# ---- l1tlb_passthrough ----
Figure 1. Selected gate families (l1tlb_passthrough).
Scale: 3 px per micron.
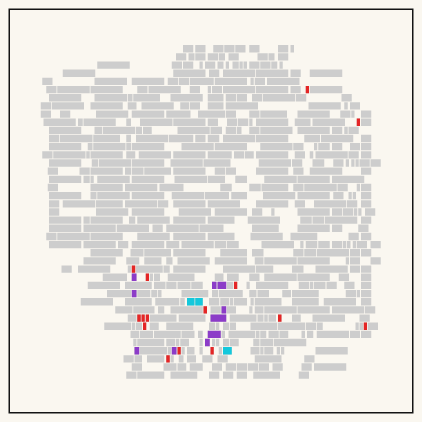
Figure 2. Wires at chosen ports, followed through buffers (l1tlb_passthrough).
Scale: 4 px per micron.
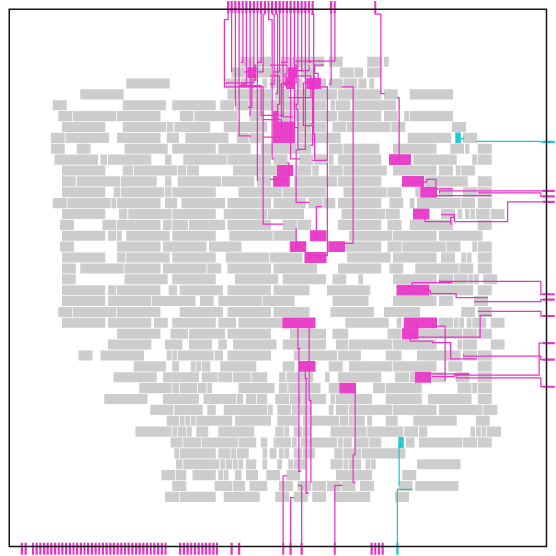
===== config.mk =====
export PLATFORM = sky130hd
export DESIGN_NAME = l1tlb_passthrough
export DESIGN_NICKNAME = d
export VERILOG_FILES = /design/src/rtl/l1tlb_passthrough.sv
export SDC_FILE = /design/constraint.sdc
export NUM_CORES = 1
export LEC_CHECK = 0
export CORE_MARGIN = 10
export CORE_UTILIZATION = 51
export CTS_CLUSTER_DIAMETER = 100
export CTS_CLUSTER_SIZE = 30
export DETAILED_ROUTE_END_ITERATION = 8
export PLACE_DENSITY = 0.86
export REMOVE_ABC_BUFFERS = 1
export SYNTH_ARGS = -nofsm -noshare
export SYNTH_HDL_FRONTEND = slang
export SYNTH_SLANG_ARGS = --single-unit

===== constraint.sdc =====
create_clock -name clk -period 6.8 [get_ports clk]
set_input_delay 1.36 -clock clk [delete_from_list [all_inputs] [get_ports clk]]
set_output_delay 1.36 -clock clk [all_outputs]
set_load 0.01 [all_outputs]

===== src/rtl/l1tlb_passthrough.sv =====
// L1 TLB passthrough: identity translation of per-port core requests into
// per-port 2-entry forward buffers, with a prefetch queue whose entries are
// injected into idle ports and, under starvation, into a claimed port.
module l1tlb_passthrough #(
    parameter int NPORTS     = 2,
    parameter int LADDR_W    = 48,
    parameter int VA_W       = 39,
    parameter int PAGE_LSB   = 12,
    parameter int HPADDR_W   = 11,
    parameter int PPADDR_W   = 3,
    parameter int CID_W      = 2,
    parameter int PF_DEPTH   = 4,
    parameter int STARVE_MAX = 8
) (
    input  logic                         clk,
    input  logic                         reset,
    input  logic [NPORTS-1:0]            core_valid,
    output logic [NPORTS-1:0]            core_retry,
    input  logic [NPORTS*LADDR_W-1:0]    core_laddr,
    input  logic [NPORTS*CID_W-1:0]      core_coreid,
    input  logic                         pfe_valid,
    output logic                         pfe_retry,
    input  logic [LADDR_W-1:0]           pfe_laddr,
    input  logic                         pfe_l2,
    output logic [NPORTS-1:0]            fwd_valid,
    input  logic [NPORTS-1:0]            fwd_retry,
    output logic [NPORTS*CID_W-1:0]      fwd_coreid,
    output logic [NPORTS-1:0]            fwd_prefetch,
    output logic [NPORTS-1:0]            fwd_fault,
    output logic [NPORTS*HPADDR_W-1:0]   fwd_hpaddr,
    output logic [NPORTS*PPADDR_W-1:0]   fwd_ppaddr
);

    localparam int RR_W     = (NPORTS > 1) ? $clog2(NPORTS) : 1;
    localparam int PF_PTR_W = (PF_DEPTH > 1) ? $clog2(PF_DEPTH) : 1;
    localparam int PF_CNT_W = $clog2(PF_DEPTH + 1);
    localparam int ST_W     = $clog2(STARVE_MAX + 1);

    typedef struct packed {
        logic [CID_W-1:0]    coreid;
        logic                prefetch;
        logic                fault;
        logic [HPADDR_W-1:0] hpaddr;
        logic [PPADDR_W-1:0] ppaddr;
    } entry_t;

    // Identity translation: page-number slices plus a fault flag for any
    // address bit above the implemented VA range.
    function automatic entry_t translate(input logic [LADDR_W-1:0] laddr,
                                         input logic [CID_W-1:0]   cid,
                                         input logic               is_pf);
        entry_t e;
        e.coreid   = cid;
        e.prefetch = is_pf;
        e.fault    = |laddr[LADDR_W-1:VA_W];
        e.hpaddr   = laddr[PAGE_LSB+HPADDR_W-1:PAGE_LSB];
        e.ppaddr   = laddr[PAGE_LSB+PPADDR_W-1:PAGE_LSB];
        return e;
    endfunction

    function automatic logic [PF_PTR_W-1:0] pf_next(input logic [PF_PTR_W-1:0] p);
        return (p == PF_PTR_W'(PF_DEPTH - 1)) ? '0 : p + PF_PTR_W'(1);
    endfunction

    // ------------------------------------------------------------------
    // Shared state
    // ------------------------------------------------------------------
    logic [LADDR_W-1:0]  pf_mem [PF_DEPTH];
    logic [PF_PTR_W-1:0] pf_head;
    logic [PF_PTR_W-1:0] pf_tail;
    logic [PF_CNT_W-1:0] pf_count;
    logic                pf_enq;
    logic                pf_empty;

    logic [RR_W-1:0]     rr_ptr;
    logic [ST_W-1:0]     starve_cnt;
    logic                claimed;

    logic [NPORTS-1:0]   buf_full;
    logic                inj_valid;
    logic [RR_W-1:0]     inj_port;
    logic [RR_W:0]       idx_wide;
    logic [RR_W-1:0]     idx;

    assign pf_empty  = (pf_count == '0);
    assign pfe_retry = (pf_count == PF_CNT_W'(PF_DEPTH));
    assign pf_enq    = pfe_valid & ~pfe_retry & ~pfe_l2;
    assign claimed   = (starve_cnt == ST_W'(STARVE_MAX));

    // Pick the port that receives the prefetch head this cycle, if any.
    always_comb begin
        // NOTE: every output of a combinational block gets a default first so no latch is inferred.
        inj_valid = 1'b0;
        inj_port  = '0;
        idx_wide  = '0;
        idx       = '0;
        if (!pf_empty) begin
            if (claimed) begin
                // The claimed port's core side is held off; wait only for space.
                if (!buf_full[rr_ptr]) begin
                    inj_valid = 1'b1;
                    inj_port  = rr_ptr;
                end
            end else begin
                for (int k = 0; k < NPORTS; k++) begin
                    idx_wide = {1'b0, rr_ptr} + (RR_W+1)'(k);
                    if (idx_wide >= (RR_W+1)'(NPORTS)) begin
                        idx_wide = idx_wide - (RR_W+1)'(NPORTS);
                    end
                    idx = idx_wide[RR_W-1:0];
                    if (!inj_valid && !core_valid[idx] && !buf_full[idx]) begin
                        inj_valid = 1'b1;
                        inj_port  = idx;
                    end
                end
            end
        end
    end

    // Prefetch queue pointers and occupancy.
    always_ff @(posedge clk or negedge reset) begin
        if (!reset) begin
            // NOTE: state registers use non-blocking assignment so every flop samples pre-edge values.
            pf_head  <= '0;
            pf_tail  <= '0;
            pf_count <= '0;
        end else begin
            if (pf_enq) pf_tail <= pf_next(pf_tail);
            if (inj_valid) pf_head <= pf_next(pf_head);
            case ({pf_enq, inj_valid})
                2'b10:   pf_count <= pf_count + PF_CNT_W'(1);
                2'b01:   pf_count <= pf_count - PF_CNT_W'(1);
                default: pf_count <= pf_count;
            endcase
        end
    end

    // Prefetch queue storage.
    // NOTE: data arrays are not reset; occupancy counters alone decide what is valid.
    always_ff @(posedge clk) begin
        if (pf_enq) pf_mem[pf_tail] <= pfe_laddr;
    end

    // Round-robin pointer advances past each port that receives a prefetch.
    always_ff @(posedge clk or negedge reset) begin
        if (!reset) begin
            rr_ptr <= '0;
        end else if (inj_valid) begin
            rr_ptr <= (inj_port == RR_W'(NPORTS - 1)) ? '0 : inj_port + RR_W'(1);
        end
    end

    // Starvation counter: counts cycles a queued prefetch waits, saturating.
    always_ff @(posedge clk or negedge reset) begin
        if (!reset) begin
            starve_cnt <= '0;
        end else if (inj_valid || pf_empty) begin
            starve_cnt <= '0;
        end else if (!claimed) begin
            starve_cnt <= starve_cnt + ST_W'(1);
        end
    end

    // ------------------------------------------------------------------
    // Per-port 2-entry forward buffers
    // ------------------------------------------------------------------
    for (genvar i = 0; i < NPORTS; i++) begin : g_port
        entry_t     mem [2];
        logic       rd_ptr;
        logic       wr_ptr;
        logic [1:0] count;
        logic       enq_core;
        logic       enq_pf;
        logic       enq;
        logic       deq;
        entry_t     enq_data;
        entry_t     head;

        assign buf_full[i]   = (count == 2'd2);
        assign core_retry[i] = buf_full[i] | (claimed & (rr_ptr == RR_W'(i)));
        assign enq_core      = core_valid[i] & ~core_retry[i];
        assign enq_pf        = inj_valid & (inj_port == RR_W'(i));
        assign enq           = enq_core | enq_pf;
        assign deq           = (count != 2'd0) & ~fwd_retry[i];

        // A forced or opportunistic injection never coincides with a core
        // accept on the same port, so the prefetch select is unambiguous.
        assign enq_data = enq_pf
            ? translate(pf_mem[pf_head], '0, 1'b1)
            : translate(core_laddr[i*LADDR_W +: LADDR_W], core_coreid[i*CID_W +: CID_W], 1'b0);

        // Buffer storage.
        always_ff @(posedge clk) begin
            if (enq) mem[wr_ptr] <= enq_data;
        end

        // Buffer pointers and occupancy.
        always_ff @(posedge clk or negedge reset) begin
            if (!reset) begin
                rd_ptr <= 1'b0;
                wr_ptr <= 1'b0;
                count  <= 2'd0;
            end else begin
                if (enq) wr_ptr <= ~wr_ptr;
                if (deq) rd_ptr <= ~rd_ptr;
                case ({enq, deq})
                    2'b10:   count <= count + 2'd1;
                    2'b01:   count <= count - 2'd1;
                    default: count <= count;
                endcase
            end
        end

        // Payload reads as zero whenever the buffer is empty.
        assign head = (count != 2'd0) ? mem[rd_ptr] : '0;

        assign fwd_valid[i]                         = (count != 2'd0);
        assign fwd_coreid[i*CID_W +: CID_W]         = head.coreid;
        assign fwd_prefetch[i]                      = head.prefetch;
        assign fwd_fault[i]                         = head.fault;
        assign fwd_hpaddr[i*HPADDR_W +: HPADDR_W]   = head.hpaddr;
        assign fwd_ppaddr[i*PPADDR_W +: PPADDR_W]   = head.ppaddr;
    end

endmodule

==> metrics.yaml <==
detailed_routing:
  wl_per_cell_microns: 19.2
  wl_met1_microns: 5030
  num_vias: 3688
logic_synthesis:
  top_cell_area_share: 0.635
  syn_area_sq_um: 6620
  ys_seq_share: 0.710
  aoi_share: 0.0138
  synth-edff-count: 140
  yosysCellCount: 406
  xor_share: 0.0212
  synth.distinct_cells: 42
  ys_sh_simple: 0.0778
  topCellsByArea: "edfxtp_1, dfrtp_1, mux2i_1"
  yosysMostFrequentCell: "edfxtp_1"
layout:
  buf_share: 0.134
  finalInstanceArea_sq_um: 8460
  fin_util: 0.668
power_and_ir_drop:
  switching_share: 0.329
  pg_clk_uw: 917
  powerComb_uw: 1410
  seq-power_uw: 1640
worst_setup_path:
  rr_endpoint: "g_port[0].mem[0][13]"
  worstReg2RegStart: "starve_cnt[0]"
  worstSetupStartpoint: "g_port[1].count[0]"
  critPathKind: "flop to output pin"
  slowest_stage: "nor2_1"
  crit_path_frequent_cell: "nor2_1"
  cp-end-kind: "output pin"
clock_network:
  worstSkewPairLatency_ns: 0.43
  clockBufferDepth: 2
worst_hold_path:
  min_from: "pf_count[2]"
timing:
  worst_pin_slew_ns: 1.10
  finalCriticalPeriod_ns: 3.81
  fmax_ghz: 0.263
die:
  tapCellCount: 172
grt:
  grt_max_degree: 21
  top_usage_layer: "met2"
outcome:
  outcome: "completed"
## Picture notes: Figure 1
| family | colour | cells |
|---|---|---|
| inverters | red | 15 |
| inverting AOI/OAI gates | purple | 10 |
| AND-OR and OR-AND gates | cyan | 3 |

## Picture notes: Figure 2
| port | colour | bits | direction | end cells | buffers | wire |
|---|---|---|---|---|---|---|
| fwd_prefetch | cyan | 2 | output | 2 | 2 | 46.2 microns |
| core_laddr | magenta | 96 | input | 28 | 40 | 1590 microns |
# port buffers: 112
IO Count: 197

-- cells in the final DEF (no fill, tap or decap), types with 2 or more instances in the layout --
cell type        instances
a21oi_1                  2
and2_1                   9
and3_1                   3
buf_4                    2
clkbuf_16               17
clkdlybuf4s50_1        112
clkinv_8                 5
dfrtp_1                 20
edfxtp_1               140
ha_1                    10
inv_1                   15
inv_6                    4
inv_8                    4
mux2_1                   6
mux2_2                  12
mux2_4                   5
mux2i_1                 33
mux4_2                  11
nand2_1                 13
nand2b_1                 2
nand3_1                  4
nand4_1                  2
nor2_1                  46
nor2b_1                  2
nor3_1                   5
nor4_1                   9
nor4b_1                  2
o21ai_0                  5
xnor2_1                  8
xor2_1                   8
-- flip-flops by register name, summed over array words and instances, names as in the netlist --
signal / count
g_port.count: 4
g_port.mem: 60
g_port.rd_ptr: 2
g_port.wr_ptr: 2
pf_count: 3
pf_head: 2
pf_mem: 80
pf_tail: 2
rr_ptr: 1
starve_cnt: 4
-- per-stage QoR --
step | power (uW) | std cells
finish | 3960 | 705
global placement | 3000 | 673
floorplan | 2390 | 387
global route | 4200 | 705
CTS | 4010 | 705
detailed placement | 3080 | 673

# ---- fade_pwm_multi ----
Figure 3. Selected gate families (fade_pwm_multi).
Scale: 2 px per micron.
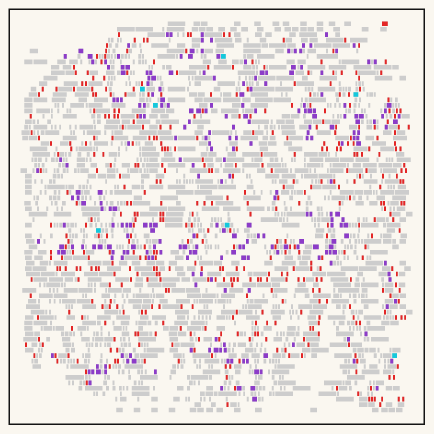
[config.mk]
export PLATFORM = sky130hd
export DESIGN_NAME = fade_pwm_multi
export DESIGN_NICKNAME = d
export VERILOG_FILES = /design/src/rtl/fade_pwm_multi.sv
export SDC_FILE = /design/constraint.sdc
export NUM_CORES = 1
export LEC_CHECK = 0
export ABC_AREA = 1
export CORE_MARGIN = 5
export CORE_UTILIZATION = 45
export DETAILED_ROUTE_END_ITERATION = 16
export PLACE_DENSITY_LB_ADDON = 0.1
export SLEW_MARGIN = 15
export SYNTH_ARGS = -nofsm -noshare
export SYNTH_HDL_FRONTEND = slang
export SYNTH_SLANG_ARGS = --single-unit
[constraint.sdc]
create_clock -name CLOCK_50 -period 7.5 [get_ports CLOCK_50]
set_clock_uncertainty 0.2 [all_clocks]
set_input_delay 1.5 -clock CLOCK_50 [delete_from_list [all_inputs] [get_ports CLOCK_50]]
set_output_delay 1.5 -clock CLOCK_50 [all_outputs]
set_load 0.02 [all_outputs]
[src/rtl/fade_pwm_multi.sv]
// Multi-channel LED fade engine: per-channel ramp, optional gamma curve,
// period-aligned shadow duty load and registered PWM outputs.
module fade_pwm_multi #(
  parameter int unsigned CHANNELS = 4,
  parameter int unsigned WIDTH    = 8,
  parameter int unsigned PRE_W    = 16
) (
  input  logic                      CLOCK_50,
  input  logic                      Reset,
  input  logic [1:0]                Mode,
  input  logic [PRE_W-1:0]          Rate,
  input  logic                      GammaEn,
  input  logic [CHANNELS-1:0]       Enable,
  input  logic [CHANNELS*WIDTH-1:0] Level,
  output logic [CHANNELS-1:0]       Pwm,
  output logic [CHANNELS*WIDTH-1:0] Duty,
  output logic [WIDTH-1:0]          Count,
  output logic                      Tick
);

  localparam int unsigned PW      = 2 * WIDTH;
  localparam int unsigned STAGGER = (2 ** WIDTH) / CHANNELS;
  localparam logic [WIDTH-1:0] MAX  = {WIDTH{1'b1}};
  localparam logic [WIDTH-1:0] LAST = MAX - WIDTH'(1);

  localparam logic [1:0] MODE_HOLD = 2'b00;
  localparam logic [1:0] MODE_SAW  = 2'b01;
  localparam logic [1:0] MODE_TRI  = 2'b10;
  localparam logic [1:0] MODE_DIR  = 2'b11;

  logic [PRE_W-1:0] pre_q;
  logic             tick_c;
  logic             load_c;

  assign tick_c = (pre_q >= Rate);
  assign load_c = (Count == LAST);

  // Ramp-rate prescaler; the >= compare lets a lowered Rate take effect at once.
  always_ff @(posedge CLOCK_50 or posedge Reset) begin
    if (Reset) begin
      pre_q <= '0;
      Tick  <= 1'b0;
    end else begin
      pre_q <= tick_c ? '0 : pre_q + PRE_W'(1);
      Tick  <= tick_c;
    end
  end

  always_ff @(posedge CLOCK_50 or posedge Reset) begin
    if (Reset) begin
      Count <= '0;
    end else begin
      Count <= load_c ? '0 : Count + WIDTH'(1);
    end
  end

  for (genvar g = 0; g < CHANNELS; g++) begin : g_ch
    logic [WIDTH-1:0] ramp_q, ramp_d;
    logic             dir_q, dir_d;
    logic [WIDTH-1:0] target_q, target_d;
    logic [WIDTH-1:0] duty_q;
    logic             pwm_q;
    logic [WIDTH-1:0] gamma_c;

    always_comb begin
      ramp_d = ramp_q;
      dir_d  = dir_q;
      if (Enable[g]) begin
        case (Mode)
          MODE_HOLD: ;
          MODE_SAW: begin
            if (tick_c) ramp_d = ramp_q + WIDTH'(1);
          end
          MODE_TRI: begin
            if (tick_c) begin
              if (dir_q) begin
                if (ramp_q == MAX) begin
                  dir_d  = 1'b0;
                  ramp_d = MAX - WIDTH'(1);
                end else begin
                  ramp_d = ramp_q + WIDTH'(1);
                end
              end else begin
                if (ramp_q == '0) begin
                  dir_d  = 1'b1;
                  ramp_d = WIDTH'(1);
                end else begin
                  ramp_d = ramp_q - WIDTH'(1);
                end
              end
            end
          end
          MODE_DIR: ramp_d = Level[g*WIDTH +: WIDTH];
          default: ;
        endcase
      end
    end

    // Gamma approximation r*(r+1)/2^W maps 0->0 and MAX->MAX exactly.
    assign gamma_c = WIDTH'((PW'(ramp_q) * (PW'(ramp_q) + PW'(1))) >> WIDTH);

    always_comb begin
      target_d = ramp_q;
      if (!Enable[g]) begin
        target_d = '0;
      end else if (GammaEn) begin
        target_d = gamma_c;
      end
    end

    always_ff @(posedge CLOCK_50 or posedge Reset) begin
      if (Reset) begin
        ramp_q   <= WIDTH'(g * STAGGER);
        dir_q    <= 1'b1;
        target_q <= '0;
        duty_q   <= '0;
        pwm_q    <= 1'b0;
      end else begin
        ramp_q   <= ramp_d;
        dir_q    <= dir_d;
        target_q <= target_d;
        if (load_c) duty_q <= target_q;
        pwm_q    <= (Count < duty_q);
      end
    end

    assign Pwm[g]                  = pwm_q;
    assign Duty[g*WIDTH +: WIDTH]  = duty_q;
  end

endmodule

==> metrics.yaml <==
layout:
  area_growth_pct: 10.9
  num-nonclk-buffers: 109
  ff_count: 129
  largest_class: "logic gates"
  buf_share: 0.0554
grt:
  globalRouteMet3Util: 0.0250
  grt_max_degree: 87
  grt.overflow.total: 0
  grt_pass1_wl_microns: 79000
timing:
  rsz0062_at_grt: "no"
  hold_violations: 0
  finalCriticalPeriod_ns: 5.84
  period_used_share: 0.779
logic_synthesis:
  syn_area_sq_um: 17400
  synth-edff-count: 0
outcome:
  outcome: "completed"
worst_setup_path:
  critPathArrivalTime_ns: 5.97
  crit_buf_inv: 5
  cp-end-kind: "flop"
  slowest_delay_ns: 0.58
job:
  openroad.warnings: 57
clock_network:
  cts_hold_buf: 0
  clockRootBuffer: "clkbuf_16"
die:
  die_w_microns: 207
  dieArea_sq_um: 42800
detailed_routing:
  drtIter0Drc: 1016
placed_design:
  dp_hpwl_microns: 37100
About Figure 3:
| family | colour | cells |
|---|---|---|
| inverting AOI/OAI gates | purple | 258 |
| inverters | red | 445 |
| AND-OR and OR-AND gates | cyan | 7 |

==> sequential cells by signal, indices dropped and copies added (netlist names) <==
| register | flops |
|---|---|
| Count | 8 |
| Tick | 1 |
| g_ch.dir_q | 4 |
| g_ch.duty_q | 32 |
| g_ch.pwm_q | 4 |
| g_ch.ramp_q | 32 |
| g_ch.target_q | 32 |
| pre_q | 16 |
==> synthesized netlist by cell type, types with 16 or more instances <==
cell and number:
o211ai_1 21, dfrtp_1 121, or2_2 24, nand4_1 16
nand2_1 466, o21ai_0 82, a21oi_1 110, xor2_1 17
nor2_1 249, inv_1 423, nand3_1 178, nor3_1 23
ha_1 229, fa_1 160, o21bai_1 31, clkbuf_1 44
==> cells by family after synthesis <==
kind of cell,share of synthesized area
buffers and inverters,0.120
XOR/XNOR,0.0136
AND-OR/OR-AND,0.0860
AND/OR/NAND/NOR,0.246
flip-flops,0.186
adder cells (fa/ha/maj),0.348
==> per-layer routing <==
metal	wire length [microns]	part of all wire
met5	0	0
met3	1590	0.034
met2	23400	0.50
met1	20800	0.44
met4	1030	0.022
==> where the power goes <==
group / switching, uW / total [uW] / internal (uW)
clock network: 361 / 887 / 526
logic: 2100 / 3270 / 1170
registers: 190 / 1000 / 810

# ---- sprite_plotter ----
--- config.mk ---
export PLATFORM = sky130hd
export DESIGN_NAME = sprite_plotter
export DESIGN_NICKNAME = d
export VERILOG_FILES = /design/src/rtl/sprite_plotter.sv
export SDC_FILE = /design/constraint.sdc
export NUM_CORES = 1
export LEC_CHECK = 0
export CORE_ASPECT_RATIO = 0.5
export CORE_MARGIN = 3
export CORE_UTILIZATION = 56
export CTS_BUF_LIST = sky130_fd_sc_hd__clkbuf_16
export DETAILED_ROUTE_END_ITERATION = 8
export GPL_ROUTABILITY_DRIVEN = 0
export PLACE_DENSITY_LB_ADDON = 0.08
export SKIP_CTS_REPAIR_TIMING = 1
export SLEW_MARGIN = 20
export SYNTH_ARGS = -nofsm -noshare
export SYNTH_HDL_FRONTEND = slang
export SYNTH_SLANG_ARGS = --single-unit
--- constraint.sdc ---
create_clock -name clk -period 5.1 [get_ports clk]
set_input_delay 0.765 -clock clk [delete_from_list [all_inputs] [get_ports clk]]
set_output_delay 0.765 -clock clk [all_outputs]
set_load 0.02 [all_outputs]
--- src/rtl/sprite_plotter.sv ---
// sprite_plotter: copies one ROM sprite into the frame buffer,
// one pixel per clock, with colour-key and screen-edge clipping.
module sprite_plotter #(
  parameter int SCREEN_W = 160,
  parameter int SCREEN_H = 120,
  parameter int ADDR_W = 15,
  parameter int COLOUR_W = 3,
  parameter logic [COLOUR_W-1:0] KEY_COLOUR = '0
) (
  input  logic                clk,
  input  logic                reset,
  input  logic                start,
  input  logic [7:0]          obj_x,
  input  logic [6:0]          obj_y,
  input  logic [7:0]          obj_w,
  input  logic [6:0]          obj_h,
  input  logic [ADDR_W-1:0]   rom_base,
  input  logic                key_en,
  output logic [ADDR_W-1:0]   rom_addr,
  input  logic [COLOUR_W-1:0] rom_q,
  output logic [7:0]          vga_x,
  output logic [6:0]          vga_y,
  output logic [COLOUR_W-1:0] vga_colour,
  output logic                vga_plot,
  output logic                busy,
  output logic                plot_done
);

  localparam logic [8:0] X_LIM = 9'(SCREEN_W);
  localparam logic [7:0] Y_LIM = 8'(SCREEN_H);

  typedef enum logic [1:0] {
    IDLE,
    RUN,
    DRAIN,
    DONE
  } state_t;

  state_t state;
  state_t nextState;

  logic [7:0]          xReg;
  logic [6:0]          yReg;
  logic [7:0]          wReg;
  logic [6:0]          hReg;
  logic                keyReg;

  logic [7:0]          colCnt;
  logic [6:0]          rowCnt;
  logic [ADDR_W-1:0]   addrCnt;

  logic                pipeValid;
  logic [8:0]          pipeX;
  logic [7:0]          pipeY;

  logic [7:0]          lastX;
  logic [6:0]          lastY;
  logic [COLOUR_W-1:0] lastColour;

  logic zeroSize;
  logic accept;
  logic issue;
  logic lastCol;
  logic lastPix;
  logic clipped;
  logic keyed;
  logic plotNow;

  assign zeroSize = (obj_w == 8'd0)
                 || (obj_h == 7'd0);
  assign lastCol  = colCnt == wReg - 8'd1;
  assign lastPix  = lastCol
                 && (rowCnt == hReg - 7'd1);

  // state register
  always_ff @(posedge clk or negedge reset) begin
    if (!reset) begin
      state <= IDLE;
    end else begin
      state <= nextState;
    end
  end

  // next-state decode and per-cycle strobes
  always_comb begin
    nextState = state;
    accept    = 1'b0;
    issue     = 1'b0;
    unique case (state)
      IDLE: begin
        if (start) begin
          accept    = 1'b1;
          nextState = zeroSize ? DONE : RUN;
        end
      end
      RUN: begin
        issue = 1'b1;
        if (lastPix) begin
          nextState = DRAIN;
        end
      end
      DRAIN: nextState = DONE;
      DONE:  nextState = IDLE;
      default: nextState = IDLE;
    endcase
  end

  // descriptor latch, only on the accepting cycle
  always_ff @(posedge clk or negedge reset) begin
    if (!reset) begin
      xReg   <= '0;
      yReg   <= '0;
      wReg   <= '0;
      hReg   <= '0;
      keyReg <= 1'b0;
    end else if (accept) begin
      xReg   <= obj_x;
      yReg   <= obj_y;
      wReg   <= obj_w;
      hReg   <= obj_h;
      keyReg <= key_en;
    end
  end

  // column/row/address walk; empty sprites leave the address alone
  always_ff @(posedge clk or negedge reset) begin
    if (!reset) begin
      colCnt  <= '0;
      rowCnt  <= '0;
      addrCnt <= '0;
    end else if (accept) begin
      colCnt <= '0;
      rowCnt <= '0;
      if (!zeroSize) begin
        addrCnt <= rom_base;
      end
    end else if (issue) begin
      addrCnt <= addrCnt + ADDR_W'(1);
      if (lastCol) begin
        colCnt <= '0;
        rowCnt <= rowCnt + 7'd1;
      end else begin
        colCnt <= colCnt + 8'd1;
      end
    end
  end

  // stage 1: screen position aligned with the ROM read latency
  always_ff @(posedge clk or negedge reset) begin
    if (!reset) begin
      pipeValid <= 1'b0;
      pipeX     <= '0;
      pipeY     <= '0;
    end else begin
      pipeValid <= issue;
      if (issue) begin
        pipeX <= {1'b0, xReg} + {1'b0, colCnt};
        pipeY <= {1'b0, yReg} + {1'b0, rowCnt};
      end
    end
  end

  assign clipped = (pipeX >= X_LIM)
                || (pipeY >= Y_LIM);
  assign keyed   = keyReg
                && (rom_q == KEY_COLOUR);
  assign plotNow = pipeValid
                && !clipped
                && !keyed;

  // hold the last written pixel so the write bus stays stable
  always_ff @(posedge clk or negedge reset) begin
    if (!reset) begin
      lastX      <= '0;
      lastY      <= '0;
      lastColour <= '0;
    end else if (plotNow) begin
      lastX      <= pipeX[7:0];
      lastY      <= pipeY[6:0];
      lastColour <= rom_q;
    end
  end

  assign vga_plot   = plotNow;
  assign vga_x      = plotNow ? pipeX[7:0] : lastX;
  assign vga_y      = plotNow ? pipeY[6:0] : lastY;
  assign vga_colour = plotNow ? rom_q : lastColour;
  assign rom_addr   = addrCnt;
  assign busy       = state != IDLE;
  assign plot_done  = state == DONE;

endmodule

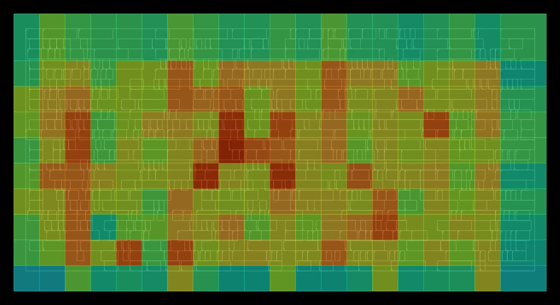
Figure 4: sprite_plotter, congestion heat map.
met1 GRT Util: 0.307
wire per inst: 14.9 microns
GRT Total Usage: 0.229
met3 GRT Util: 0.0850

cell usage in the layout, fill, tap and decap left out, drive strengths merged, types with 5 or more instances in the layout:
cell type,instances
nand2,172
dfrtp,99
clkdlybuf4s50,86
a21oi,38
xnor2,26
ha,25
inv,25
o21ai,25
nor2,22
nand3,18
xor2,14
nor3,14
mux2,13
clkbuf,9
nor4,9
nand4,8
o22ai,7
a21o,6
o21bai,6
nand2b,5
buf,5
report_power, final:
part,internal (uW),switching [uW],total (uW),leakage [uW]
logic,825,1050,1880,0.00165
registers,1110,266,1380,0.00123
clock network,429,295,724,0.000155
sequential cells by signal, indices dropped and copies added, names as in the netlist, 3 cells and up:
signal      cells
colCnt          8
hReg            7
lastColour      3
lastX           8
lastY           7
pipeX           9
pipeY           8
rom_addr       15
rowCnt          7
wReg            8
xReg            8
yReg            7
routing by layer:
layer | wire length, microns | global-route usage
met1 | 5500 | 0.307
met2 | 5190 | 0.365
met3 | 930 | 0.0850
met4 | 87 | 0.0491
met5 | 0 | 0
==> metrics.yaml <==
outcome:
  outcome: "completed"
placed_design:
  dp_hpwl_microns: 8190
  post-place-cells: 771
  place_ws_ns: 1.04
timing:
  whs_ns: 0.473
  fmax_ghz: 0.248
  hold_violations: 0
  setup_ws_ns: 1.08
  worst_pin_slew_ns: 1.12
detailed_routing:
  viasPerCell: 5.42
worst_setup_path:
  rr_endpoint: "rom_addr[10]"
  slowest_delay_ns: 0.55
  cp.depth: 9
  path_cells: "clkdlybuf4s50_1 -> nor4b_1 -> nor4b_1 -> nand3_1 -> buf_4 -> clkinv_1 -> nand2_1 -> nand2_1 -> clkdlybuf4s50_1"
  worstReg2RegStart: "state[0]"
logic_synthesis:
  yosysMostFrequentCell: "nand2_1"
  syn-num-nets: 664
  yosys_area_sq_um: 5290
layout:
  comb_cells: 440
  buf_share: 0.137
  num-nets-final: 744
  layout.area.seq_sq_um: 2480
die:
  chipHeight_microns: 74.7
  core_area_sq_um: 8950
  die_w_microns: 143

# ---- demux_dispatcher_flat ----
Figure 5. Wires at chosen ports, followed through buffers (demux_dispatcher_flat).
Scale: 8 px per micron.
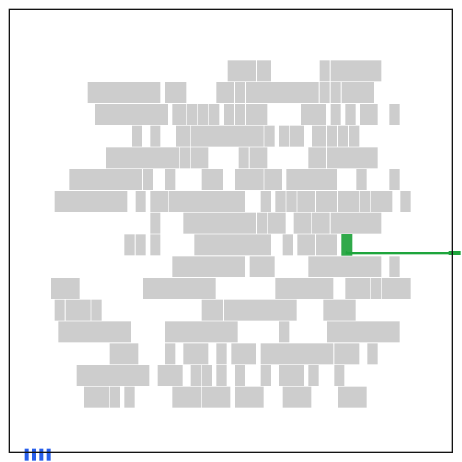
Figure 6. Clock network drawn from the DEF (demux_dispatcher_flat).
Scale: 8 px per micron.
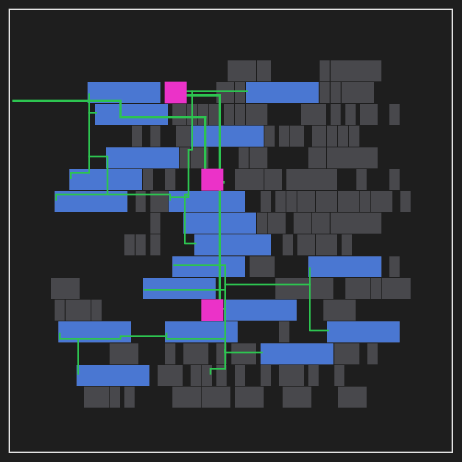
[src/rtl/demux_dispatcher_if.sv]
// demux_dispatcher_if: producer/consumer bus of the round-robin dispatcher
interface demux_dispatcher_if #(
   parameter int WIDTH    = 8,
   parameter int CHANNELS = 4
);
   localparam int SEL_W = $clog2(CHANNELS);
   logic                flush;
   logic                in_valid;
   logic [WIDTH-1:0]    in_data;
   logic                in_ready;
   logic [WIDTH-1:0]    out_data;
   logic [CHANNELS-1:0] out_valid;
   logic [CHANNELS-1:0] out_ready;
   logic [CHANNELS-1:0] channel_enable;
   logic [SEL_W-1:0]    select;
   logic                busy;
   modport master (
      output flush, in_valid, in_data, out_ready, channel_enable,
      input  in_ready, out_data, out_valid, select, busy
   );
   modport slave (
      input  flush, in_valid, in_data, out_ready, channel_enable,
      output in_ready, out_data, out_valid, select, busy
   );
endinterface

[src/rtl/demux_dispatcher.sv]
// demux_dispatcher: one-word round-robin fan-out to CHANNELS consumers; channel mask via DEMUX_DISPATCHER_MASK_EN
module demux_dispatcher #(
   parameter int WIDTH    = 8,
   parameter int CHANNELS = 4
) (
   input logic                i_clk,
   input logic                i_rst,
   demux_dispatcher_if.slave  io_bus
);
   localparam int SEL_W = $clog2(CHANNELS);
   typedef enum logic {EMPTY, FULL} state_t;
   state_t              r_state, w_state_nxt;
   logic [WIDTH-1:0]    r_hold, w_hold_nxt;
   logic [SEL_W-1:0]    r_tgt, w_tgt_nxt, r_ptr, w_ptr_nxt, r_select;
   logic [SEL_W-1:0]    w_base, w_choice;
   logic [CHANNELS-1:0] r_out_valid;
   logic                r_busy, w_xfer, w_accept, w_any_en, w_in_ready;
   assign w_xfer     = (r_state == FULL) && io_bus.out_ready[r_tgt] && !io_bus.flush;
   assign w_base     = (r_state == FULL) ? r_tgt + 1'b1 : r_ptr;
   assign w_in_ready = !i_rst && !io_bus.flush && w_any_en && ((r_state == EMPTY) || io_bus.out_ready[r_tgt]);
   assign w_accept   = io_bus.in_valid && w_in_ready;
`ifdef DEMUX_DISPATCHER_MASK_EN
   // first enabled channel at or after the pointer, wrapping modulo CHANNELS
   always_comb begin
      w_choice = w_base;
      w_any_en = |io_bus.channel_enable;
      for (int i = CHANNELS - 1; i >= 0; i--)
         if (io_bus.channel_enable[w_base + SEL_W'(i)]) w_choice = w_base + SEL_W'(i);
   end
`else
   assign w_choice = w_base;
   assign w_any_en = 1'b1;
`endif
   // next state: flush clears, transfer frees the slot, accept (possibly same cycle) refills it
   always_comb begin
      w_state_nxt = r_state;
      w_ptr_nxt   = r_ptr;
      w_tgt_nxt   = r_tgt;
      w_hold_nxt  = r_hold;
      if (io_bus.flush) begin
         w_state_nxt = EMPTY;
         w_ptr_nxt   = '0;
      end else begin
         if (w_xfer) begin
            w_state_nxt = EMPTY;
            w_ptr_nxt   = r_tgt + 1'b1;
         end
         if (w_accept) begin
            w_state_nxt = FULL;
            w_hold_nxt  = io_bus.in_data;
            w_tgt_nxt   = w_choice;
         end
      end
   end
   // state and registered outputs, cleared immediately by reset
   always_ff @(posedge i_clk or posedge i_rst) begin
      if (i_rst) begin
         r_state     <= EMPTY;
         r_hold      <= '0;
         r_tgt       <= '0;
         r_ptr       <= '0;
         r_out_valid <= '0;
         r_select    <= '0;
         r_busy      <= 1'b0;
      end else begin
         r_state     <= w_state_nxt;
         r_hold      <= w_hold_nxt;
         r_tgt       <= w_tgt_nxt;
         r_ptr       <= w_ptr_nxt;
         r_out_valid <= (w_state_nxt == FULL) ? CHANNELS'(1) << w_tgt_nxt : '0;
         r_select    <= (w_state_nxt == FULL) ? w_tgt_nxt : w_ptr_nxt;
         r_busy      <= (w_state_nxt == FULL);
      end
   end
   assign io_bus.in_ready  = w_in_ready;
   assign io_bus.out_data  = r_hold;
   assign io_bus.out_valid = r_out_valid;
   assign io_bus.select    = r_select;
   assign io_bus.busy      = r_busy;
endmodule

[src/flat_wrapper.sv]
// flat-port wrapper written by rule: the top's interface ports become plain ports
module demux_dispatcher_flat 
#(
   parameter int WIDTH    = 8,
   parameter int CHANNELS = 4
)
  (i_clk, i_rst, io_bus_flush, io_bus_in_valid, io_bus_in_data, io_bus_out_ready, io_bus_channel_enable, io_bus_in_ready, io_bus_out_data, io_bus_out_valid, io_bus_select, io_bus_busy);
  demux_dispatcher_if #(.WIDTH(WIDTH), .CHANNELS(CHANNELS)) io_bus_i ();
  input logic i_clk;
  input logic i_rst;
  input wire logic [$bits(io_bus_i.flush)-1:0] io_bus_flush;
  input wire logic [$bits(io_bus_i.in_valid)-1:0] io_bus_in_valid;
  input wire logic [$bits(io_bus_i.in_data)-1:0] io_bus_in_data;
  input wire logic [$bits(io_bus_i.out_ready)-1:0] io_bus_out_ready;
  input wire logic [$bits(io_bus_i.channel_enable)-1:0] io_bus_channel_enable;
  output wire logic [$bits(io_bus_i.in_ready)-1:0] io_bus_in_ready;
  output wire logic [$bits(io_bus_i.out_data)-1:0] io_bus_out_data;
  output wire logic [$bits(io_bus_i.out_valid)-1:0] io_bus_out_valid;
  output wire logic [$bits(io_bus_i.select)-1:0] io_bus_select;
  output wire logic [$bits(io_bus_i.busy)-1:0] io_bus_busy;
  assign io_bus_i.flush = io_bus_flush;
  assign io_bus_i.in_valid = io_bus_in_valid;
  assign io_bus_i.in_data = io_bus_in_data;
  assign io_bus_i.out_ready = io_bus_out_ready;
  assign io_bus_i.channel_enable = io_bus_channel_enable;
  assign io_bus_in_ready = io_bus_i.in_ready;
  assign io_bus_out_data = io_bus_i.out_data;
  assign io_bus_out_valid = io_bus_i.out_valid;
  assign io_bus_select = io_bus_i.select;
  assign io_bus_busy = io_bus_i.busy;
  demux_dispatcher #(.WIDTH(WIDTH), .CHANNELS(CHANNELS)) u_core (.i_clk(i_clk), .i_rst(i_rst), .io_bus(io_bus_i));
endmodule
[config.mk]
export PLATFORM = sky130hd
export DESIGN_NAME = demux_dispatcher_flat
export DESIGN_NICKNAME = d
export VERILOG_FILES = /design/src/rtl/demux_dispatcher_if.sv /design/src/rtl/demux_dispatcher.sv /design/src/flat_wrapper.sv
export SDC_FILE = /design/constraint.sdc
export NUM_CORES = 1
export LEC_CHECK = 0
export ABC_AREA = 1
export CAP_MARGIN = 20
export CORE_MARGIN = 5
export CORE_UTILIZATION = 45
export CTS_CLUSTER_SIZE = 8
export DETAILED_ROUTE_END_ITERATION = 6
export DONT_BUFFER_PORTS = 1
export PLACE_DENSITY_LB_ADDON = 0.12
export SKIP_CTS_REPAIR_TIMING = 1
export SYNTH_ARGS = -nofsm -noshare
export SYNTH_HDL_FRONTEND = slang
export SYNTH_SLANG_ARGS = --single-unit
[constraint.sdc]
create_clock -name i_clk -period 1.4 [get_ports i_clk]
set_input_delay 0.14 -clock i_clk [delete_from_list [all_inputs] [get_ports i_clk]]
set_output_delay 0.14 -clock i_clk [all_outputs]
set_load 0.01 [all_outputs]
==> metrics.yaml <==
logic_synthesis:
  top_cell_area_share: 0.517
  ys_sh_mux: 0
  yosys.area_share.adder: 0
  synth_top_flop_cell: "dfrtp_1"
  xor_share: 0
timing:
  fmax_ghz: 0.717
worst_setup_path:
  critical-path-top-delay-family: "flip-flops"
  crit_fanout: 7
outcome:
  outcome: "completed"
clock_network:
  cts_tree: "yes"
power_and_ir_drop:
  p_leak_uw: 0.000609
layout:
  drive_gt1_frac: 0.302
  final_common_cell: "nand2_1"
detailed_routing:
  num_vias: 712
placed_design:
  dp_hpwl_microns: 1250
## Picture notes: Figure 5
| port | colour | bits | direction | end cells | buffers |
|---|---|---|---|---|---|
| io_bus_in_ready | green | 1 | output | 1 | 0 |
| io_bus_channel_enable | blue | 4 | input | 0 | 0 |

## Picture notes: Figure 6
[clock wires] green | length: 224 microns
[flip-flops] blue | count: 19
[cells driving clock nets] magenta | count: 3
routed clock nets: 4
clock network power share: 0.236
clk latency late pin: 0.29 ns
Clock Skew: 0.00470 ns

## worst max-delay path by stage
stage	start	to	depth (start not counted)
finish	u_core.r_tgt[0]	io_bus_in_ready	6
global route	u_core.r_tgt[0]	io_bus_in_ready	6
CTS	u_core.r_tgt[0]	io_bus_in_ready	6
detailed placement	u_core.r_tgt[0]	u_core.io_bus.select[0]	8
global placement	u_core.r_tgt[0]	u_core.io_bus.out_valid[1]	9
floorplan	u_core.r_tgt[0]	u_core.io_bus.out_data[5]	8
## layout make-up
class                   instances  area (sq um)  area share
multi-input cells              63           390       0.331
inverters                      24          92.6      0.0786
repair buffers                 16           158       0.134
well taps                      27          33.8      0.0287
flip-flops and latches         19           478       0.406
clock buffers                   4          26.3      0.0223
## per-stage QoR
stage / std cells / cell area (sq um) / setup slack [ns] / TNS [ns]
finish: 153 / 1180 / 0.00460 / 0
floorplan: 107 / 920 / 0.142 / 0
detailed placement: 135 / 970 / 0.000981 / 0
global route: 153 / 1180 / -0.0780 / -0.311
global placement: 135 / 970 / 0.0346 / 0
CTS: 139 / 996 / -0.0840 / -0.113

# ---- ufp_dot3_seq ----
==> src/rtl/ufp_dot3_seq.sv <==
// ufp_dot3_seq: sequential unsigned fixed-point 3-component dot product.
//   out = a.x*b.x + a.y*b.y + a.z*b.z, every value UQ(IW).(QW).
//   A single multiplier is time-shared over the three components. Partial
//   products are accumulated into a W+2 bit register, so a sum overflow can
//   be told apart from a wrapped result.
// Ports (W = IW+QW):
//   clk, rst_n          clock (rising edge), async active-low reset
//   in_valid/in_ready   operand handshake; in_ready is high only in IDLE
//   a, b [3*W]          operand vectors {z,y,x}, with x in [W-1:0]
//   out_valid/out_ready result handshake
//   out [W]             registered result, held until the next result
//   clipping            the result overflowed; qualified by out_valid
module ufp_dot3_seq #(
  parameter int IW   = 16,
  parameter int QW   = 16,
  parameter bit CLIP = 1'b1
) (
  input  logic                      clk,
  input  logic                      rst_n,
  input  logic                      in_valid,
  output logic                      in_ready,
  input  logic [3*(IW+QW)-1:0]      a,
  input  logic [3*(IW+QW)-1:0]      b,
  output logic                      out_valid,
  input  logic                      out_ready,
  output logic [IW+QW-1:0]          out,
  output logic                      clipping
);
  localparam int W = IW + QW;

  typedef enum logic [1:0] {IDLE, MUL, DONE} state_t;

  state_t         state, state_nx;
  logic [1:0]     idx;
  logic [3*W-1:0] a_q, b_q;
  logic [W+1:0]   acc, acc_nx;
  logic           ovf, ovf_nx, ovf_tot;
  logic [W-1:0]   opa, opb;
  logic [2*W-1:0] prod;
  logic           unused_frac;

  // component select for the shared multiplier
  always_comb begin
    opa = a_q[W-1:0];
    opb = b_q[W-1:0];
    case (idx)
      2'd1:    begin opa = a_q[2*W-1:W];   opb = b_q[2*W-1:W];   end
      2'd2:    begin opa = a_q[3*W-1:2*W]; opb = b_q[3*W-1:2*W]; end
      default: ;
    endcase
  end

  assign prod        = {{W{1'b0}}, opa} * {{W{1'b0}}, opb};
  // fraction bits below QW are truncated away (round toward zero)
  assign unused_frac = ^prod[QW-1:0];
  assign acc_nx      = acc + {2'b00, prod[W+QW-1:QW]};
  assign ovf_nx      = ovf | (|prod[2*W-1:W+QW]);
  // overflow of the final sum shows up in the two guard bits of acc
  assign ovf_tot     = ovf_nx | (|acc_nx[W+1:W]);

  always_ff @(posedge clk or negedge rst_n) begin
    if (!rst_n) state <= IDLE;
    else        state <= state_nx;
  end

  always_comb begin
    state_nx  = state;
    in_ready  = 1'b0;
    out_valid = 1'b0;
    case (state)
      IDLE: begin
        in_ready = 1'b1;
        if (in_valid) state_nx = MUL;
      end
      MUL:  if (idx == 2'd2) state_nx = DONE;
      DONE: begin
        out_valid = 1'b1;
        if (out_ready) state_nx = IDLE;
      end
      default: state_nx = IDLE;
    endcase
  end

  always_ff @(posedge clk or negedge rst_n) begin
    if (!rst_n) begin
      a_q      <= '0;
      b_q      <= '0;
      acc      <= '0;
      ovf      <= 1'b0;
      idx      <= 2'd0;
      out      <= '0;
      clipping <= 1'b0;
    end else begin
      case (state)
        IDLE: if (in_valid) begin
          a_q <= a;
          b_q <= b;
          acc <= '0;
          ovf <= 1'b0;
          idx <= 2'd0;
        end
        MUL: begin
          acc <= acc_nx;
          ovf <= ovf_nx;
          idx <= idx + 2'd1;
          // last component: register the final result on the way into DONE
          if (idx == 2'd2) begin
            idx      <= 2'd0;
            out      <= (CLIP && ovf_tot) ? {W{1'b1}} : acc_nx[W-1:0];
            clipping <= ovf_tot;
          end
        end
        default: ;
      endcase
    end
  end
endmodule

==> config.mk <==
export PLATFORM = sky130hd
export DESIGN_NAME = ufp_dot3_seq
export DESIGN_NICKNAME = d
export VERILOG_FILES = /design/src/rtl/ufp_dot3_seq.sv
export SDC_FILE = /design/constraint.sdc
export NUM_CORES = 2
export LEC_CHECK = 0
export CORE_MARGIN = 2
export CORE_UTILIZATION = 48
export CTS_CLUSTER_SIZE = 16
export DETAILED_ROUTE_END_ITERATION = 8
export DONT_BUFFER_PORTS = 1
export PLACE_DENSITY = 0.59
export SETUP_SLACK_MARGIN = 0.02
export SLEW_MARGIN = 20
export SYNTH_ARGS = -nofsm -noshare
export SYNTH_HDL_FRONTEND = slang
export SYNTH_SLANG_ARGS = --single-unit
==> constraint.sdc <==
create_clock -name clk -period 25.3 [get_ports clk]
set_input_delay 2.53 -clock clk [delete_from_list [all_inputs] [get_ports clk]]
set_output_delay 2.53 -clock clk [all_outputs]
set_load 0.05 [all_outputs]
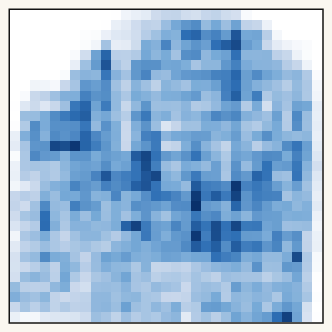
Figure 7: ufp_dot3_seq, signal metal coverage by tile.
Scale: 1 px per micron. 31 x 31 tiles, from white (low) to dark blue (high), scaled to the fullest tile. Values are wire area over tile area, all layers added.
emptiest ninth of the die: upper left
densest ninth of the die: centre
mean over tiles: 0.28
fullest tile: 0.68
tiles over half the peak: 35%
nearly empty tiles: 8.6%

==> metrics.yaml <==
timing:
  rsz0062_at_grt: "no"
  period_used_share: 0.512
clock_network:
  post_cts_resized: 0
  clockRootBuffer: "clkbuf_16"
  htreeDepth: 1
  cts_tree: "yes"
die:
  initCoreUtil: 0.482
  io_pins: 231
grt:
  antenna_found_initial: 4
  grt_max_degree: 265
  gr-usage-met1: 0.466
  grt_use_met2: 0.528
worst_setup_path:
  cp-end-kind: "flop"
  worstSetupStartpoint: "idx[0]"
  worstReg2RegStart: "idx[0]"
  slowest_delay_ns: 0.62
detailed_routing:
  routed_wl_microns: 162000
  routed.top_layer: "met5"
  wl_met1_microns: 65800
  firstDrtPassIters: 6
layout:
  instances_no_fill: 6527
  finalInstanceArea_sq_um: 47800
  area_growth_pct: 4.69
logic_synthesis:
  top_cell_area_share: 0.393
  yosysMostFrequentCell: "nand2_1"
  synth.distinct_cells: 75
outcome:
  outcome: "completed"
job:
  openroad.warnings: 36
placed_design:
  portBuffers: 0
[kinds of logic after synthesis]
family,Yosys count,share of synthesized area
AOI/OAI and AO/OA,617,0.0872
adders and majority gates,1193,0.475
DFF,264,0.145
and+or+nand+nor,2081,0.180
muxes,4,0.000905
xor gates and xnor gates,76,0.0146
buffers and inverters,1180,0.0978
[flip-flops by register name, summed over array words and instances, names as in the netlist]
name,count
a_q,96
ovf,1
acc,34
idx,2
out,32
state,2
b_q,96
clipping,1
[path summary, 6_finish.rpt]
path	to	slack, ns	cells past startpoint
min in group asynchronous	clipping	1.66	0
min	b_q[67]	0.48	2
max in group asynchronous	a_q[5]	22.99	0
max reg2reg	out[30]	12.34	40
min reg2reg	b_q[67]	0.48	2
max	out[30]	12.34	40
[critical path, delay by kind of cell (launching register included)]
family	cells	cell delay [ns]
fa+ha+maj	11	5.24
compound gates	16	3.84
buf+inv	7	1.80
simple gates	5	1.07
flops	1	0.38
xor+xnor	1	0.38
[final cells by class]
class	instances	area, sq um
diodes	1	2.50
clock buffers	35	723
clock inverters	10	101
fillers	9108	46800
inverters	876	3290
multi-input cells	3971	34700
flip-flops and latches	264	6610
well taps	1265	1580
repair buffers	105	812

# ---- jk_mod_counter ----
Figure 8. Congestion heat map (jk_mod_counter).
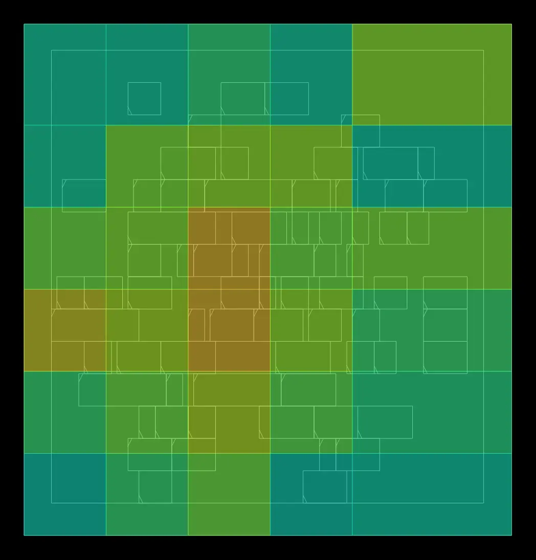
Figure 9. Clock network drawn from the DEF (jk_mod_counter).
Scale: 12 px per micron.
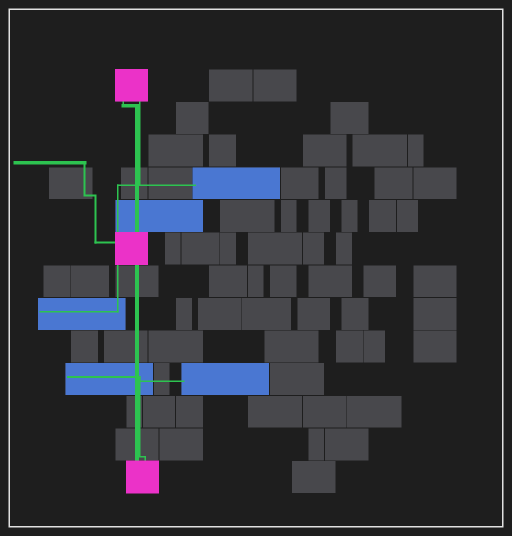
Figure 10. Wires at chosen ports, followed through buffers (jk_mod_counter).
Scale: 12 px per micron.
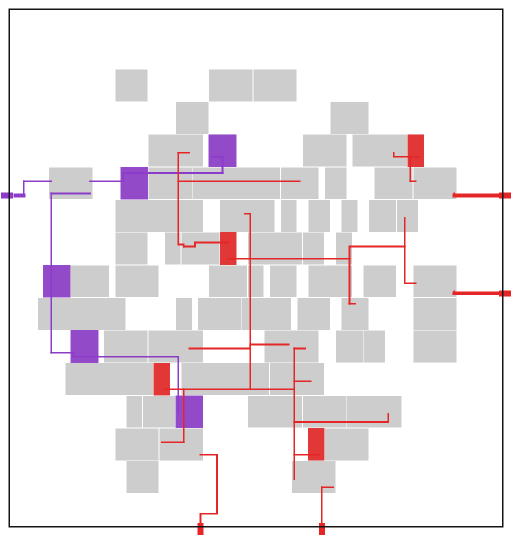
<file path="src/rtl/jk_pkg.sv">
// Shared JK flip-flop encodings and excitation helper.
// The {J,K} pair is packed with J in bit 1 and K in bit 0.
package jk_pkg;

    localparam logic [1:0] JK_HOLD   = 2'b00;
    localparam logic [1:0] JK_RESET  = 2'b01;
    localparam logic [1:0] JK_SET    = 2'b10;
    localparam logic [1:0] JK_TOGGLE = 2'b11;

    // Minimal excitation: set on a 0->1 move, reset on 1->0, hold otherwise.
    // Toggle is never produced.
    function automatic logic [1:0] jk_excite(input logic q_bit, input logic nxt_bit);
        logic [1:0] jk;
        jk = JK_HOLD;
        if (!q_bit && nxt_bit) begin
            jk = JK_SET;
        end else if (q_bit && !nxt_bit) begin
            jk = JK_RESET;
        end
        return jk;
    endfunction

endpackage

</file>
<file path="src/rtl/jk_cell.sv">
// Single JK flip-flop built around a D flop, synchronous active-low reset to 0.
module jk_cell
    import jk_pkg::*;
(
    input  logic clk_i,
    input  logic rst_ni,
    input  logic j_i,
    input  logic k_i,
    output logic q_o,
    output logic qn_o
);

    logic q_q;
    logic q_d;

    // JK characteristic equation feeding the D input.
    always_comb begin
        q_d = q_q;
        case ({j_i, k_i})
            JK_HOLD:   q_d = q_q;
            JK_RESET:  q_d = 1'b0;
            JK_SET:    q_d = 1'b1;
            JK_TOGGLE: q_d = ~q_q;
            default:   q_d = q_q;
        endcase
    end

    // State flop with synchronous reset.
    always_ff @(posedge clk_i) begin
        if (!rst_ni) begin
            q_q <= 1'b0;
        end else begin
            q_q <= q_d;
        end
    end

    assign q_o  = q_q;
    assign qn_o = ~q_q;

endmodule

</file>
<file path="src/rtl/jk_mod_counter.sv">
// Modulo-MOD up/down counter whose state bits are JK cells.
// Optional parallel load with MOD-1 clamp is built when JK_CNT_LOAD_EN is defined.
module jk_mod_counter
    import jk_pkg::*;
#(
    parameter int unsigned WIDTH = 4,
    parameter int unsigned MOD   = 10
) (
    input  logic             clk_i,
    input  logic             rst_ni,
    input  logic             en_i,
    input  logic             up_dn_i,
`ifdef JK_CNT_LOAD_EN
    input  logic             load_i,
    input  logic [WIDTH-1:0] d_i,
`endif
    output logic [WIDTH-1:0] q_o,
    output logic [WIDTH-1:0] qn_o,
    output logic             tc_o,
    output logic             wrap_o
);

    localparam logic [WIDTH-1:0] LastVal = WIDTH'(MOD - 1);

    logic [WIDTH-1:0] q_w;
    logic [WIDTH-1:0] qn_w;
    logic [WIDTH-1:0] nxt_d;
    logic [WIDTH-1:0] load_val;
    logic             load_w;
    logic             wrap_q;

    // Load strobe and clamped load value.
    always_comb begin
        load_w   = 1'b0;
        load_val = '0;
`ifdef JK_CNT_LOAD_EN
        load_w   = load_i;
        load_val = ({1'b0, d_i} > {1'b0, LastVal}) ? LastVal : d_i;
`endif
    end

    // Desired next count: load beats count beats hold.
    always_comb begin
        nxt_d = q_w;
        if (load_w) begin
            nxt_d = load_val;
        end else if (en_i) begin
            if (up_dn_i) begin
                nxt_d = (q_w == LastVal) ? '0 : q_w + WIDTH'(1);
            end else begin
                nxt_d = (q_w == '0) ? LastVal : q_w - WIDTH'(1);
            end
        end
    end

    // Per-bit excitation and JK state cells.
    for (genvar i = 0; i < WIDTH; i++) begin : g_bit
        logic [1:0] jk;
        assign jk = jk_excite(q_w[i], nxt_d[i]);

        jk_cell u_cell (
            .clk_i  (clk_i),
            .rst_ni (rst_ni),
            .j_i    (jk[1]),
            .k_i    (jk[0]),
            .q_o    (q_w[i]),
            .qn_o   (qn_w[i])
        );
    end

    assign tc_o = en_i & ~load_w &
                  ((up_dn_i & (q_w == LastVal)) | (~up_dn_i & (q_w == '0)));

    // Wrap pulse follows a counting edge taken while tc was high.
    always_ff @(posedge clk_i) begin
        if (!rst_ni) begin
            wrap_q <= 1'b0;
        end else begin
            wrap_q <= tc_o;
        end
    end

    assign q_o    = q_w;
    assign qn_o   = qn_w;
    assign wrap_o = wrap_q;

endmodule
</file>
<file path="config.mk">
export PLATFORM = sky130hd
export DESIGN_NAME = jk_mod_counter
export DESIGN_NICKNAME = d
export VERILOG_FILES = /design/src/rtl/jk_pkg.sv /design/src/rtl/jk_cell.sv /design/src/rtl/jk_mod_counter.sv
export SDC_FILE = /design/constraint.sdc
export NUM_CORES = 1
export LEC_CHECK = 0
export CAP_MARGIN = 20
export CORE_AREA = 2 2 39 41
export DETAILED_ROUTE_END_ITERATION = 6
export DIE_AREA = 0 0 41 43
export PLACE_DENSITY = 0.68
export SLEW_MARGIN = 20
export SYNTH_ARGS = -nofsm -noshare
export SYNTH_HDL_FRONTEND = slang
export SYNTH_SLANG_ARGS = --single-unit
</file>
<file path="constraint.sdc">
create_clock -name clk_i -period 2.3 [get_ports clk_i]
set_input_delay 0.23 -clock clk_i [delete_from_list [all_inputs] [get_ports clk_i]]
set_output_delay 0.23 -clock clk_i [all_outputs]
set_load 0.01 [all_outputs]
</file>
==> metrics.yaml <==
outcome:
  outcome: "completed"
detailed_routing:
  routed.top_layer: "met4"
  drc: 0
  dr_wl_met2_microns: 415
power_and_ir_drop:
  p_leak_uw: 0.000276
  powerDensity_nw_per_um2: 880
  internal_power_uw: 357
timing:
  relSlewSlack: 0.767
  finalCriticalPeriod_ns: 2.07
  fin_skew_ns: 0.00361
  period_used_share: 0.901
  setup_tns_ns: 0
  worst_pin_slew_ns: 0.349
  setup_viol: 0
clock_network:
  htreeDepth: 1
  post_cts_buffers: 1
  clockRootBuffer: "clkbuf_4"
  numCtsBuffers: 3
  post_cts_resized: 1
  cts_hold_buf: 0
layout:
  fin_util: 0.471
logic_synthesis:
  logic_family: "simple AND/OR/NAND/NOR gates"
  yosys_area_sq_um: 534
  yosys.area_share.adder: 0.187
  ys_sh_mux: 0.115
  synth.distinct_cells: 27
  postSynthAreaPerCell_sq_um: 8.62
  yosys_warnings: 0
placed_design:
  dpl-instance-area_sq_um: 619
  gp_congestion: 0.696
job:
  max_cap_viol_count: 0
die:
  dieArea_sq_um: 1760
  initCoreUtil: 0.386
worst_setup_path:
  path_cells: "inv_1 -> ha_1 -> nor3b_1 -> a31oi_1 -> nor3b_2 -> buf_4 -> nor2_1 -> ha_1 -> mux2i_1 -> nor2b_1"
About Figure 8:
GRT Total Usage: 0.129
wire per inst: 11.1 microns
met1 GRT Util: 0.179
met2 usage: 0.163
grt peak-use layer: met1

About Figure 9:
[flip-flops] blue | count: 5
[clock wires] green | length: 99.2 microns
[cells driving clock nets] magenta | count: 3
routed clock nets: 4

About Figure 10:
| port | colour | bits | direction | end cells | buffers | wire |
|---|---|---|---|---|---|---|
| qn_o | red | 4 | output | 4 | 4 | 139 microns |
| rst_ni | purple | 1 | input | 5 | 1 | 50.3 microns |
IO Count: 14
# port buffers: 13

==> final cells by class <==
cell class              instances  area (sq um)  share of cell area
repair buffers                 16           151               0.232
multi-input cells              42           339               0.520
flip-flops and latches          5           100               0.154
well taps                      16          20.0              0.0307
clock buffers                   4          26.3              0.0403
inverters                       4          15.0              0.0230
==> power by group through the flow <==
stage / logic (uW) / registers (uW) / clock network, uW
2_1_floorplan: 266 / 130 / 0
3_3_place_gp: 330 / 135 / 0
3_5_place_dp: 333 / 136 / 0
4_1_cts: 339 / 134 / 111
5_1_grt: 375 / 137 / 115
6_report: 336 / 134 / 104
==> metrics by stage <==
step | hold WS (ns) | setup WS (ns) | cells | total power [uW]
after floorplan | 0.352 | 0.403 | 62 | 396
after CTS | 0.615 | 0.227 | 87 | 584
after global routing | 0.654 | 0.00488 | 87 | 626
final | 0.617 | 0.227 | 87 | 573
after detailed placement | 0.614 | 0.158 | 82 | 469
after global placement | 0.613 | 0.183 | 82 | 465
==> critical path, delay by kind of cell (launching register included) <==
family,cells,cell delay [ns]
AOI/OAI and AO/OA,1,0.19
buffers and inverters,2,0.30
adders and majority gates,2,0.49
and+or+nand+nor,4,0.40
DFF,1,0.47
muxes,1,0.15


## Gallery

Selected gate families.
panel A
Scale: 6 px per micron.
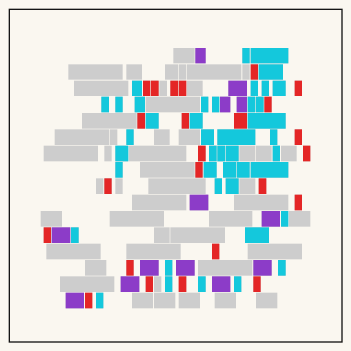
panel B
Scale: 3 px per micron.
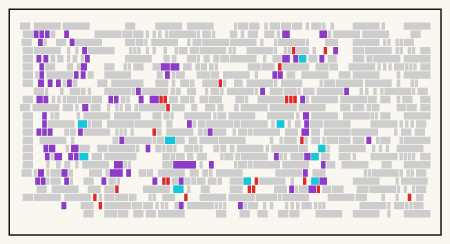
panel C
Scale: 8 px per micron.
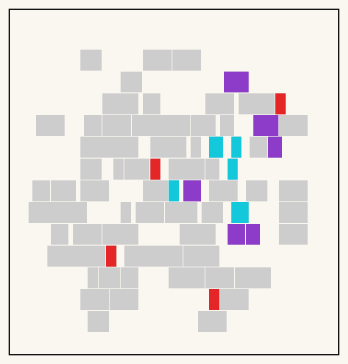
For demux_dispatcher_flat, see panel A.
For jk_mod_counter, see panel C.
For sprite_plotter, see panel B.
The one with the largest die is panel B.

Key to panel A:
| family | colour | cells |
|---|---|---|
| inverting AOI/OAI gates | purple | 13 |
| inverters | red | 24 |
| NAND gates | cyan | 42 |

Power is estimated from default activity; no workload was simulated.
